=== design 1 ===
design_1/congestion.png
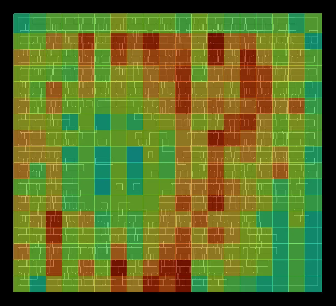

**src/rtl/conv_tile_scheduler.sv**
```systemverilog
// ---------------------------------------------------------------------------
// conv_tile_scheduler
//
// Top-level sequencer for the convolution PE array controller. A layer start
// latches the layer configuration, issues one config-load pulse to the PE FSM,
// then launches one tile at a time. A tile is launched only when both input
// buffers are ready and the output FIFO has room, and it retires on
// writeback completion. After the last tile a final kick drives the PE FSM
// into FINISH, and the block waits for end_conv. A watchdog guards the RUN
// and WAIT_END phases. Abort returns the block to IDLE from any state.
//
// Ports:
//   clk, rst                  clock, synchronous active-high reset
//   start, abort              layer start (IDLE only), abort (any state)
//   cfg_ci/cfg_co/cfg_tile_num layer configuration, sampled on accepted start
//   ifm_ready, wgt_ready      buffers hold the next tile
//   ofm_full                  output FIFO almost full (stalls the PE)
//   tile_wb_done              current tile fully written back
//   pe_end_conv               end_conv from the PE FSM
//   pe_start_conv             one-cycle config-load pulse
//   pe_start_again            one-cycle tile-launch / final kick pulse
//   pe_stall                  stall to the PE FSM (follows ofm_full)
//   pe_cfg_ci/pe_cfg_co/pe_tile_num  latched configuration
//   tile_idx                  index of the tile in flight / next tile
//   busy, done, err           status: not idle, completion pulse, sticky error
// ---------------------------------------------------------------------------
module conv_tile_scheduler #(
    parameter int S       = 64,
    parameter int CNT_W   = 32,
    parameter int TIMEOUT = 4096
) (
    input  logic             clk,
    input  logic             rst,
    input  logic             start,
    input  logic             abort,
    input  logic [31:0]      cfg_ci,
    input  logic [31:0]      cfg_co,
    input  logic [31:0]      cfg_tile_num,
    input  logic             ifm_ready,
    input  logic             wgt_ready,
    input  logic             ofm_full,
    input  logic             tile_wb_done,
    input  logic             pe_end_conv,
    output logic             pe_start_conv,
    output logic             pe_start_again,
    output logic             pe_stall,
    output logic [31:0]      pe_cfg_ci,
    output logic [31:0]      pe_cfg_co,
    output logic [31:0]      pe_tile_num,
    output logic [CNT_W-1:0] tile_idx,
    output logic             busy,
    output logic             done,
    output logic             err
);

    localparam int WD_W = $clog2(TIMEOUT);
    localparam logic [WD_W-1:0] WD_LAST = WD_W'(TIMEOUT - 1);

    typedef enum logic [2:0] {
        ST_IDLE     = 3'd0,
        ST_LOAD     = 3'd1,
        ST_WAIT_BUF = 3'd2,
        ST_KICK     = 3'd3,
        ST_RUN      = 3'd4,
        ST_FINAL    = 3'd5,
        ST_WAIT_END = 3'd6
    } state_t;

    state_t             state_r, state_next_s;
    logic [WD_W-1:0]    wd_r, wd_next_s;
    logic [CNT_W-1:0]   tile_idx_r, tile_idx_next_s;
    logic [CNT_W-1:0]   num_tiles_r;
    logic               err_r, err_next_s;
    logic               done_next_s;
    logic               latch_cfg_s;
    logic               conv_r, again_r, busy_r, done_r;
    logic [31:0]        ci_r, co_r, tn_r;
    logic [CNT_W-1:0]   num_tiles_s;

    // Truncating tile count derived from the raw config at start time.
    assign num_tiles_s = CNT_W'(cfg_tile_num / 32'(S));

    // Stall passes straight through so the PE reacts in the same cycle.
    assign pe_stall = ofm_full;

    // Next-state, watchdog, tile counter and status decode.
    always_comb begin
        state_next_s    = state_r;
        wd_next_s       = wd_r;
        tile_idx_next_s = tile_idx_r;
        err_next_s      = err_r;
        done_next_s     = 1'b0;
        latch_cfg_s     = 1'b0;

        case (state_r)
            ST_IDLE: begin
                if (start) begin
                    latch_cfg_s     = 1'b1;
                    tile_idx_next_s = {CNT_W{1'b0}};
                    err_next_s      = 1'b0;
                    state_next_s    = ST_LOAD;
                end else begin
                    state_next_s    = ST_IDLE;
                end
            end
            ST_LOAD: begin
                state_next_s = ST_WAIT_BUF;
            end
            ST_WAIT_BUF: begin
                // Completion check comes first so zero-tile layers skip kicks.
                if (tile_idx_r == num_tiles_r) begin
                    state_next_s = ST_FINAL;
                end else if (ifm_ready && wgt_ready && !ofm_full) begin
                    state_next_s = ST_KICK;
                end else begin
                    state_next_s = ST_WAIT_BUF;
                end
            end
            ST_KICK: begin
                wd_next_s    = {WD_W{1'b0}};
                state_next_s = ST_RUN;
            end
            ST_RUN: begin
                // Writeback completion wins over a coincident watchdog expiry.
                if (tile_wb_done) begin
                    tile_idx_next_s = tile_idx_r + CNT_W'(1);
                    state_next_s    = ST_WAIT_BUF;
                end else if (!ofm_full) begin
                    if (wd_r == WD_LAST) begin
                        err_next_s   = 1'b1;
                        state_next_s = ST_IDLE;
                    end else begin
                        wd_next_s    = wd_r + WD_W'(1);
                    end
                end else begin
                    wd_next_s = wd_r;
                end
            end
            ST_FINAL: begin
                wd_next_s    = {WD_W{1'b0}};
                state_next_s = ST_WAIT_END;
            end
            ST_WAIT_END: begin
                if (pe_end_conv) begin
                    done_next_s  = 1'b1;
                    state_next_s = ST_IDLE;
                end else if (!ofm_full) begin
                    if (wd_r == WD_LAST) begin
                        err_next_s   = 1'b1;
                        state_next_s = ST_IDLE;
                    end else begin
                        wd_next_s    = wd_r + WD_W'(1);
                    end
                end else begin
                    wd_next_s = wd_r;
                end
            end
            default: begin
                state_next_s = ST_IDLE;
            end
        endcase

        // Abort overrides everything: tile_idx, err and watchdog hold.
        if (abort) begin
            state_next_s    = ST_IDLE;
            wd_next_s       = wd_r;
            tile_idx_next_s = tile_idx_r;
            err_next_s      = err_r;
            done_next_s     = 1'b0;
            latch_cfg_s     = 1'b0;
        end else begin
            latch_cfg_s     = latch_cfg_s;
        end
    end

    // State, counters, latched config and registered output decodes.
    always_ff @(posedge clk) begin
        if (rst) begin
            state_r     <= ST_IDLE;
            wd_r        <= {WD_W{1'b0}};
            tile_idx_r  <= {CNT_W{1'b0}};
            num_tiles_r <= {CNT_W{1'b0}};
            err_r       <= 1'b0;
            conv_r      <= 1'b0;
            again_r     <= 1'b0;
            busy_r      <= 1'b0;
            done_r      <= 1'b0;
            ci_r        <= 32'd0;
            co_r        <= 32'd0;
            tn_r        <= 32'd0;
        end else begin
            state_r    <= state_next_s;
            wd_r       <= wd_next_s;
            tile_idx_r <= tile_idx_next_s;
            err_r      <= err_next_s;
            // Pulses are decoded from the next state so they coincide with it.
            conv_r     <= (state_next_s == ST_LOAD);
            again_r    <= (state_next_s == ST_KICK) || (state_next_s == ST_FINAL);
            busy_r     <= (state_next_s != ST_IDLE);
            done_r     <= done_next_s;
            if (latch_cfg_s) begin
                ci_r        <= cfg_ci;
                co_r        <= cfg_co;
                tn_r        <= cfg_tile_num;
                num_tiles_r <= num_tiles_s;
            end
        end
    end

    assign pe_start_conv  = conv_r;
    assign pe_start_again = again_r;
    assign pe_cfg_ci      = ci_r;
    assign pe_cfg_co      = co_r;
    assign pe_tile_num    = tn_r;
    assign tile_idx       = tile_idx_r;
    assign busy           = busy_r;
    assign done           = done_r;
    assign err            = err_r;

endmodule
```
**config.mk**
```make
export PLATFORM = sky130hd
export DESIGN_NAME = conv_tile_scheduler
export DESIGN_NICKNAME = d
export VERILOG_FILES = /design/src/rtl/conv_tile_scheduler.sv
export SDC_FILE = /design/constraint.sdc
export NUM_CORES = 1
export LEC_CHECK = 0
export CAP_MARGIN = 40
export CORE_ASPECT_RATIO = 0.9
export CORE_MARGIN = 1.5
export CORE_UTILIZATION = 41
export CTS_BUF_LIST = sky130_fd_sc_hd__clkbuf_8
export DETAILED_ROUTE_END_ITERATION = 10
export PLACE_DENSITY = 0.79
export RECOVER_POWER = 50
export SLEW_MARGIN = 20
export SYNTH_ARGS = -nofsm -noshare
export SYNTH_HDL_FRONTEND = slang
export SYNTH_SLANG_ARGS = --single-unit
export TNS_END_PERCENT = 50
```
**constraint.sdc**
```tcl
create_clock -name clk -period 2.65 [get_ports clk]
set_clock_uncertainty 0.2 [all_clocks]
set_input_delay 0.795 -clock clk [delete_from_list [all_inputs] [get_ports clk]]
set_output_delay 0.795 -clock clk [all_outputs]
set_load 0.01 [all_outputs]
```
=== design 2 ===
--- src/rtl/sim_ram_arbiter.sv ---
// N-channel round-robin bridge from core memory request ports onto one RAMHelper-style port,
// with base-address translation, byte-to-bit mask expansion, range check and fixed latency.
module sim_ram_arbiter #(
    parameter int unsigned          NUM_CH    = 2,
    parameter int unsigned          ADDR_W    = 64,
    parameter int unsigned          DATA_W    = 64,
    parameter int unsigned          IDX_W     = 16,
    parameter logic [ADDR_W-1:0]    BASE_ADDR = 'h8000_0000,
    parameter int unsigned          LATENCY   = 1
) (
    input  logic                       clock,
    input  logic                       reset,
    input  logic [NUM_CH-1:0]          req_valid_i,
    output logic [NUM_CH-1:0]          req_ready_o,
    input  logic [NUM_CH-1:0]          req_wen_i,
    input  logic [NUM_CH*ADDR_W-1:0]   req_addr_i,
    input  logic [NUM_CH*DATA_W-1:0]   req_wdata_i,
    input  logic [NUM_CH*DATA_W/8-1:0] req_wmask_i,
    output logic [NUM_CH-1:0]          resp_valid_o,
    output logic [NUM_CH-1:0]          resp_err_o,
    output logic [NUM_CH*DATA_W-1:0]   resp_data_o,
    output logic                       mem_en_o,
    output logic [IDX_W-1:0]           mem_idx_o,
    output logic                       mem_wen_o,
    output logic [DATA_W-1:0]          mem_wdata_o,
    output logic [DATA_W-1:0]          mem_wmask_o,
    input  logic [DATA_W-1:0]          mem_rdata_i
);

    localparam int unsigned BYTES = DATA_W / 8;
    localparam int unsigned SHIFT = $clog2(BYTES);
    localparam int unsigned CH_W  = (NUM_CH > 1) ? $clog2(NUM_CH) : 1;
    localparam int unsigned CNT_W = (LATENCY > 1) ? $clog2(LATENCY) : 1;

    typedef enum logic [0:0] {StIdle, StWait} state_e;

    state_e                     state_q, state_d;
    logic [CNT_W-1:0]           cnt_q, cnt_d;
    logic [CH_W-1:0]            owner_q, owner_d;
    logic [CH_W-1:0]            last_q, last_d;
    logic                       err_q, err_d;
    logic [DATA_W-1:0]          pend_q, pend_d;
    logic [NUM_CH*DATA_W-1:0]   hold_q;

    logic                       gnt_found;
    logic [CH_W-1:0]            gnt_idx;
    int unsigned                cand;
    logic                       resp_fire;
    logic                       arb_en;
    logic                       accept;

    logic [ADDR_W-1:0]          g_addr;
    logic [DATA_W-1:0]          g_wdata;
    logic [BYTES-1:0]           g_wmask;
    logic                       g_wen;
    logic [ADDR_W:0]            diff;
    logic [ADDR_W-1:0]          idx_full;
    logic                       in_range;

    // First valid channel searched from the one after the last grant.
    always_comb begin
        gnt_found = 1'b0;
        gnt_idx   = '0;
        cand      = 0;
        for (int i = 0; i < int'(NUM_CH); i++) begin
            cand = (int'(last_q) + 1 + i) % NUM_CH;
            if (!gnt_found && req_valid_i[cand]) begin
                gnt_found = 1'b1;
                gnt_idx   = CH_W'(cand);
            end
        end
    end

    always_comb begin
        g_addr  = req_addr_i[int'(gnt_idx)*ADDR_W +: ADDR_W];
        g_wdata = req_wdata_i[int'(gnt_idx)*DATA_W +: DATA_W];
        g_wmask = req_wmask_i[int'(gnt_idx)*BYTES +: BYTES];
        g_wen   = req_wen_i[gnt_idx];
        // Borrow out of the extended subtraction flags addresses below the base.
        diff     = {1'b0, g_addr} - {1'b0, BASE_ADDR};
        idx_full = diff[ADDR_W-1:0] >> SHIFT;
        in_range = !diff[ADDR_W] && ((idx_full >> IDX_W) == '0);
    end

    always_comb begin
        resp_fire = !reset && (state_q == StWait) && (cnt_q == '0);
        arb_en    = !reset && ((state_q == StIdle) || resp_fire);
        accept    = arb_en && gnt_found;

        req_ready_o = '0;
        if (accept) begin
            req_ready_o[gnt_idx] = 1'b1;
        end

        mem_en_o    = 1'b0;
        mem_idx_o   = '0;
        mem_wen_o   = 1'b0;
        mem_wdata_o = '0;
        mem_wmask_o = '0;
        if (accept && in_range) begin
            mem_en_o    = 1'b1;
            mem_idx_o   = idx_full[IDX_W-1:0];
            mem_wen_o   = g_wen;
            mem_wdata_o = g_wdata;
            for (int b = 0; b < int'(BYTES); b++) begin
                mem_wmask_o[8*b +: 8] = {8{g_wmask[b]}};
            end
        end

        resp_valid_o = '0;
        resp_err_o   = '0;
        resp_data_o  = hold_q;
        if (resp_fire) begin
            resp_valid_o[owner_q]                    = 1'b1;
            resp_err_o[owner_q]                      = err_q;
            resp_data_o[int'(owner_q)*DATA_W +: DATA_W] = pend_q;
        end
    end

    always_comb begin
        state_d = state_q;
        cnt_d   = cnt_q;
        owner_d = owner_q;
        last_d  = last_q;
        err_d   = err_q;
        pend_d  = pend_q;
        if (accept) begin
            state_d = StWait;
            cnt_d   = CNT_W'(LATENCY - 1);
            owner_d = gnt_idx;
            last_d  = gnt_idx;
            err_d   = !in_range;
            pend_d  = (in_range && !g_wen) ? mem_rdata_i : '0;
        end else if (resp_fire) begin
            state_d = StIdle;
        end else if (state_q == StWait) begin
            cnt_d = cnt_q - CNT_W'(1);
        end
    end

    always_ff @(posedge clock) begin
        if (reset) begin
            state_q <= StIdle;
            cnt_q   <= '0;
            owner_q <= '0;
            last_q  <= CH_W'(NUM_CH - 1);
            err_q   <= 1'b0;
            pend_q  <= '0;
            hold_q  <= '0;
        end else begin
            state_q <= state_d;
            cnt_q   <= cnt_d;
            owner_q <= owner_d;
            last_q  <= last_d;
            err_q   <= err_d;
            pend_q  <= pend_d;
            hold_q  <= resp_data_o;
        end
    end

endmodule
--- config.mk ---
export PLATFORM = sky130hd
export DESIGN_NAME = sim_ram_arbiter
export DESIGN_NICKNAME = d
export VERILOG_FILES = /design/src/rtl/sim_ram_arbiter.sv
export SDC_FILE = /design/constraint.sdc
export NUM_CORES = 1
export LEC_CHECK = 0
export CAP_MARGIN = 30
export CORE_AREA = 2 2 245 247
export CTS_CLUSTER_DIAMETER = 30
export DETAILED_ROUTE_END_ITERATION = 12
export DIE_AREA = 0 0 247 249
export GPL_TIMING_DRIVEN = 1
export MAX_ROUTING_LAYER = met4
export PLACE_DENSITY = 0.5
export SYNTH_ARGS = -nofsm -noshare
export SYNTH_HDL_FRONTEND = slang
export SYNTH_SLANG_ARGS = --single-unit
--- constraint.sdc ---
create_clock -name clock -period 3.4 [get_ports clock]
set_input_delay 0.34 -clock clock [delete_from_list [all_inputs] [get_ports clock]]
set_output_delay 0.34 -clock clock [all_outputs]
set_load 0.1 [all_outputs]

==> gallery <==
Register map, names as in the netlist.
(a)
Drawn at 2 px/um. Other sequential cells in the stronger gray, the rest of the logic in the fainter gray.
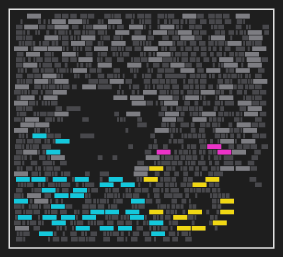
(b)
Drawn at 1 px/um. Other sequential cells in the stronger gray, the rest of the logic in the fainter gray.
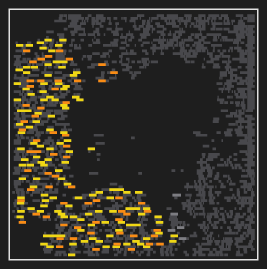
Design 2 is (b).
Design 1 is (a).
Of these, most cells: (b)

Key to (a):
color	name in the netlist	sequential cells
yellow	wd_r	12
cyan	pe_cfg_co	32
magenta	state_r	3
not colored	101

design_1/io_fan.png
Drawn at 3 px/um.
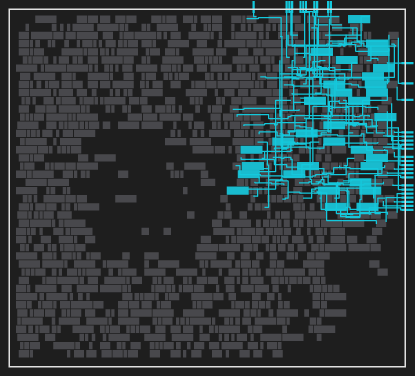
color	port	bits	direction	edge	end cells	buffers	wire
cyan	tile_idx	32	output	21 right, 11 top	32	34	2080 um
num ports: 239
PortBufs: 238

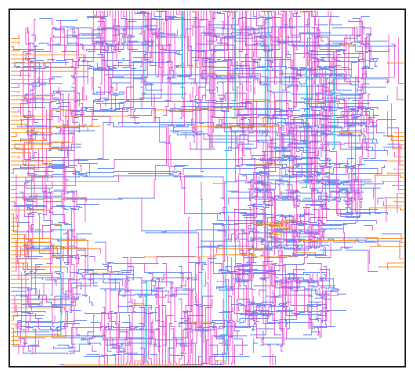
design_1/wires.png
Drawn at 3 px/um.
color	layer	wire length
orange	metal 3	1370 um
magenta	metal 2	8440 um
blue	metal 1	7660 um
cyan	metal 4	601 um
Total Routed Length: 18070 um
Total GRT Usage: 0.2345
detailed-route via count: 6045
DR WL/cell: 14.86 um

Notes on design_1/congestion.png above:
met3 Usage GRT: 0.08923
met2 Resource Use GR: 0.3622

==> run_results.csv, design 1 <==
group,metric,value,unit
synth,yosys-stat-area,6095,sq um
setup_path,criticalPathCategory,"primary input to register",
finish,buf_share,0.2938,
synth,ys_sh_mux,0.003695,
sta,rsz0062_at_grt,"false",
setup_path,crit_end,"wd_r[1]$_SDFFE_PP0P_",
power_and_ir_drop,seq_power,2340,uW
power_and_ir_drop,switching_share,0.2519,
place,finalWeightedCongestion,0.8287,
setup_path,reg2reg_to,"state_r[1]$_SDFF_PP0_",
routing,firstDrtPassIters,7,
finish,layout.area.comb,2880,sq um
synth,synth_seq_share,0.4861,
sta,hold_violations,0,
power_and_ir_drop,seqPwrFrac,0.515,
setup_path,rrSetupSlack,240,ps
power_and_ir_drop,p_sw,1146,uW
place,place_area,8886,sq um
synth,fa_ha_area_frac,0.004106,
sta,timing.final.crit_share,0.9777,
power_and_ir_drop,p_clk_frac,0.351,
global_route,grtUsageMet1,0.2911,
worst_hold_path,min_to,"pe_cfg_ci[30]$_SDFFE_PP0P_",
setup_path,reg2reg_from,"tile_idx[16]$_SDFFE_PP0P_",
power_and_ir_drop,p_int,3404,uW
setup_path,reg2reg_depth,5,
routing,ant_nets,0,
routing,wl_met2,8438,um
finish,stdcell_area,9178,sq um
finish,clock_buffers,19,
synth,synth_flops,148,
power_and_ir_drop,cellPowerDensity,495.8,nW/um^2
synth,synthAoiAreaFrac,0.1111,
finish,largest_class,"flip-flops and latches",
routing,viasPerCell,4.971,
synth,top_cell_area_share,0.4861,
worst_hold_path,hold_start,"pe_cfg_ci[30]$_SDFFE_PP0P_",
setup_path,path_max_fanout,5,
finish,nFlopsAndLatches,148,
power_and_ir_drop,power_leakage,0.003324,uW
global_route,busiest_layer,"met2",
finish,seq_area,2963,sq um
finish,mostFrequentLayoutCell,"clkdlybuf4s50_1",
synth,synth.distinct_cells,40,
power_and_ir_drop,pwr-share-comb,0.134,
outcome,status,"finished, final reports clean",
sta,drv_slew,0,
synth,ys_sh_simple,0.2640,
synth,ys_cells,763,
cts,clock-sinks,148,
finish,comb_share,0.3138,
finish,seq_share,0.3228,
run,tool_warnings,26,
finish,finalNonFillerCells,1216,
sta,relSlewSlack,0.5848,
floorplan,dieWidth,131.5,um
synth,synth_top_flop_cell,"dfxtp_1",
floorplan,core,14610,sq um
design 1: kinds of logic after synthesis:
logic type / count (synthesis)
and+or+nand+nor: 360
DFF: 148
AOI/OAI and AO/OA: 127
xor gates and xnor gates: 62
buffers and inverters: 62
muxes: 2
adders and majority gates: 2
design 1: worst max-delay path: stages:
cell and delay, ps:
clkdlybuf4s50_1 430, or3b_2 460, and4bb_2 320, clkbuf_1 230, nand2_1 120, mux2_1 320
nor2_1 90
design 1: sequential cells by signal, indices dropped and copies added, names as in the netlist, 3 cells and up:
name	flops
pe_cfg_ci	32
pe_cfg_co	32
pe_tile_num	32
state_r	3
tile_idx	32
wd_r	12
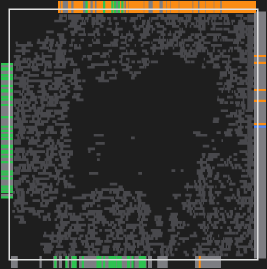
design_2/io_placement.png
Drawn at 1 px/um. Pins as bars across the die edge, other pins in gray.
color	port	pins	direction	edge
blue	mem_wen_o	1	output	right
orange	req_wdata_i	128	input	122 top, 5 right, 1 bottom
green	mem_rdata_i	64	input	31 left, 27 bottom, 6 top
all pins by edge	214 top, 181 right, 129 bottom, 98 left
Die Span Y: 249 um
Horiz. Die Dim: 247 um
PortBufs: 615

==> run_results.csv, design 2 <==
group,metric,value,unit
routing,viasPerCell,4.098,
setup_path,reg2reg_to,"pend_q[24]$_SDFFE_PP0P_",
cts,clock-sinks,197,
global_route,grt_antenna_before_repair,4,
finish,inv_count,4,
setup_path,startpoint,"last_q$_SDFFE_PP1P_",
outcome,violations,"setup timing",
setup_path,crit_path_frequent_cell,"buf_12",
sta,finalSetupViolCount,146,
floorplan,core,58690,sq um
sta,fin_ws,-563.9,ps
routing,drc,0,
power_and_ir_drop,p_int,3878,uW
sta,relSlewSlack,0.3576,
outcome,status,"complete, but fails checks",
routing,wl_met2,25490,um
setup_path,start_kind,"register",
cts,postCtsHoldBufs,0,
power_and_ir_drop,p_clk_frac,0.389,
==> design 2: cells by family (layout without fill, tap and decap cells) <==
logic type                after synthesis  in the layout  share of synthesized area
other                                   0              6                          0
buffers and inverters                 138            774                    0.08274
AOI/OAI and AO/OA                     189            190                     0.1335
DFF                                   197            197                     0.4050
and+or+nand+nor                       408            408                     0.2150
xor gates and xnor gates                8              8                   0.007195
muxes                                 136            136                     0.1566

=== design 3 ===
design_3/flops_by_reg.png
Drawn at 4 px/um. Other sequential cells in the stronger gray, the rest of the logic in the fainter gray.
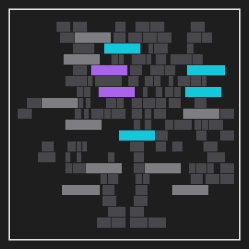
design_3/congestion.png
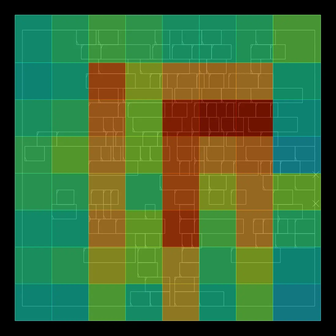
design_3/io_fan.png
Drawn at 6 px/um.
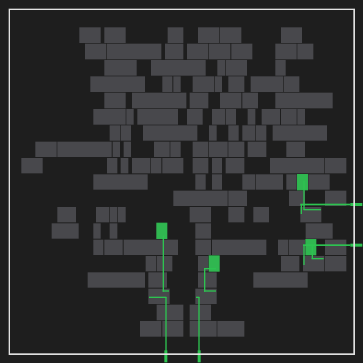
===== src/rtl/shift_seq_pkg.sv =====
// rtl/shift_seq_pkg.sv - shared types and constants for the shift sequencer
//
// Purpose : FSM state encoding, per-cycle step limit and the request
//           command bundle used by the shift sequencer and its users.
// Ports   : none (package).

package shift_seq_pkg;

   // Largest shift the downstream barrel shifter performs in one cycle;
   // bounded by its 2-bit shift_value input.
   localparam int MAX_STEP = 3;

   // Width of the amount field carried in shift_cmd_t.
   localparam int CMD_AMT_W = 4;

   typedef enum logic [1:0] {
      IDLE = 2'd0,
      STEP = 2'd1,
      RESP = 2'd2
   } state_t;

   typedef struct packed {
      logic                 select;     // 0=shift, 1=rotate
      logic                 direction;  // 0=right, 1=left
      logic [CMD_AMT_W-1:0] amount;     // total bit positions to move
      logic [3:0]           data;       // operand
   } shift_cmd_t;

endpackage


===== src/rtl/shift_sequencer.sv =====
// rtl/shift_sequencer.sv - splits a 0..15 shift/rotate into barrel-shifter steps
//
// Purpose : accepts a shift/rotate request, drives an external 4-bit barrel
//           shifter one step (at most MAX_STEP positions) per cycle, feeding
//           each result back, and returns the final value.
// Ports   : clk, rst_n          - clock, async active-low reset
//           req_valid/req_ready - request handshake
//           req_select          - 0=shift, 1=rotate
//           req_direction       - 0=right, 1=left
//           req_amount          - total positions to move
//           req_data            - operand
//           bs_select, bs_direction, bs_shift_value, bs_din
//                               - drive to the barrel shifter
//           bs_dout             - combinational return from the barrel shifter
//           rsp_valid/rsp_ready - response handshake
//           rsp_data            - final result
//           busy                - high while a request is in flight

module shift_sequencer
   import shift_seq_pkg::*;
#(
   parameter int AMT_W = 4
) (
   input  logic             clk,
   input  logic             rst_n,
   input  logic             req_valid,
   output logic             req_ready,
   input  logic             req_select,
   input  logic             req_direction,
   input  logic [AMT_W-1:0] req_amount,
   input  logic [3:0]       req_data,
   output logic             bs_select,
   output logic             bs_direction,
   output logic [1:0]       bs_shift_value,
   output logic [3:0]       bs_din,
   input  logic [3:0]       bs_dout,
   output logic             rsp_valid,
   input  logic             rsp_ready,
   output logic [3:0]       rsp_data,
   output logic             busy
);

   state_t           state;
   logic [3:0]       work;
   logic [AMT_W-1:0] remaining;
   logic             sel;
   logic             dir;
   logic             req_ready_q;
   logic             rsp_valid_q;
   logic             busy_q;

   // Size of the step taken this cycle: min(remaining, MAX_STEP).
   logic [1:0]       step;
   logic             last_step;

   always_comb begin
      step = remaining[1:0];
      if (remaining > AMT_W'(MAX_STEP)) begin
         step = 2'(MAX_STEP);
      end
   end

   assign last_step = (remaining == AMT_W'(step));

   always_ff @(posedge clk or negedge rst_n) begin
      if (!rst_n) begin
         state       <= IDLE;
         work        <= 4'b0000;
         remaining   <= '0;
         sel         <= 1'b0;
         dir         <= 1'b0;
         req_ready_q <= 1'b1;
         rsp_valid_q <= 1'b0;
         busy_q      <= 1'b0;
      end else begin
         case (state)
            IDLE: begin
               if (req_valid) begin
                  work        <= req_data;
                  remaining   <= req_amount;
                  sel         <= req_select;
                  dir         <= req_direction;
                  req_ready_q <= 1'b0;
                  busy_q      <= 1'b1;
                  if (req_amount == '0) begin
                     state       <= RESP;
                     rsp_valid_q <= 1'b1;
                  end else begin
                     state <= STEP;
                  end
               end
            end
            STEP: begin
               work      <= bs_dout;
               remaining <= remaining - AMT_W'(step);
               if (last_step) begin
                  state       <= RESP;
                  rsp_valid_q <= 1'b1;
               end
            end
            RESP: begin
               // The request port only reopens after this edge, so a request
               // presented alongside rsp_ready is taken one cycle later.
               if (rsp_ready) begin
                  state       <= IDLE;
                  rsp_valid_q <= 1'b0;
                  busy_q      <= 1'b0;
                  req_ready_q <= 1'b1;
               end
            end
            default: begin
               state       <= IDLE;
               req_ready_q <= 1'b1;
               rsp_valid_q <= 1'b0;
               busy_q      <= 1'b0;
            end
         endcase
      end
   end

   assign req_ready      = req_ready_q;
   assign rsp_valid      = rsp_valid_q;
   assign busy           = busy_q;
   assign rsp_data       = work;
   assign bs_din         = work;
   assign bs_select      = sel;
   assign bs_direction   = dir;
   assign bs_shift_value = (state == STEP) ? step : 2'd0;

endmodule


===== config.mk =====
export PLATFORM = sky130hd
export DESIGN_NAME = shift_sequencer
export DESIGN_NICKNAME = d
export VERILOG_FILES = /design/src/rtl/shift_seq_pkg.sv /design/src/rtl/shift_sequencer.sv
export SDC_FILE = /design/constraint.sdc
export NUM_CORES = 1
export LEC_CHECK = 0
export CORE_UTILIZATION = 29
export DETAILED_ROUTE_END_ITERATION = 8
export PLACE_DENSITY = 0.68
export SLEW_MARGIN = 5
export SYNTH_ARGS = -nofsm -noshare
export SYNTH_HDL_FRONTEND = slang
export SYNTH_SLANG_ARGS = --single-unit

===== constraint.sdc =====
create_clock -name clk -period 1.7 [get_ports clk]
set_input_delay 0.34 -clock clk [delete_from_list [all_inputs] [get_ports clk]]
set_output_delay 0.34 -clock clk [all_outputs]
set_load 0.02 [all_outputs]

==> run_results.csv <==
group,metric,value,unit
outcome,status,"complete, but fails checks",
outcome,violations,"DRC",
worst_hold_path,hp-class,"primary input to asynchronous set/reset pin",
routing,routed_wl,2250,um
sta,period_minus_slack,1642,ps
routing,vias,814,
sta,relSlewSlack,0.7531,
setup_path,start_kind,"register",
routing,drc,2,
power_and_ir_drop,power_leakage,0.0006046,uW
routing,firstDrtPassIters,6,
synth,synth_seq_share,0.4257,
place,dp_cells,152,
routing,first_iter_violations,37,
global_route,grt_overflow,0,
setup_path,startpoint,"remaining[2]$_DFFE_PN0P_",
finish,final_cell_mix,"24 x clkdlybuf4s50_1, 13 x dfrtp_1, 9 x a21oi_1, 9 x buf_4, 7 x and2b_2",
setup_path,criticalPathCategory,"register to register",
sta,finalSetupViolCount,0,
synth,synthMostInstantiatedCell,"dfrtp_1",
synth,ys_sh_mux,0.03395,
synth,async_reset_ff_frac,1.000,
finish,stdcell_area,1301,sq um
cts,post_cts.repair.setup_buffers,0,
setup_path,cp_num_buf_inv,0,
finish,n_antenna_cell,0,
floorplan,rows,19,
About design_3/flops_by_reg.png:
color	name in the netlist	sequential cells
purple	state	2
cyan	remaining	4
not colored	9
flop share of the area: 0.2904
sequential cell area: 377.9 sq um
final core occ: 0.4600
Seq. pwr: 721 uW

About design_3/congestion.png:
Top Usage Layer GRT: met2
met2 Resource Use GR: 0.2723
met1 usage: 0.1721

About design_3/io_fan.png:
color	port	bits	direction	edge	end cells	buffers	wire
green	req_data	4	input	2 bottom, 2 right	4	4	70.6 um
num ports: 33
PortBufs: 32

==> sequential cells by signal, summed over array words and instances, names as in the netlist <==
register and count:
state 2, bs_select 1, remaining 4, rsp_valid 1, bs_direction 1, bs_din 4
busy 1, req_ready 1
==> final cells by class <==
type / instances / area [sq um]
well taps: 31 / 38.79
repair buffers: 41 / 394.1
clock inverters: 1 / 5.005
clock buffers: 3 / 22.52
flip-flops and latches: 15 / 377.9
multi-input cells: 65 / 455.4
inverters: 2 / 7.507
fillers: 278 / 1528
==> power breakdown <==
group          switching, uW  internal [uW]
Combinational            798            798
Sequential               174            547
Clock                    136           87.9
Total                   1110           1430

Power and IR drop assume default switching activity.
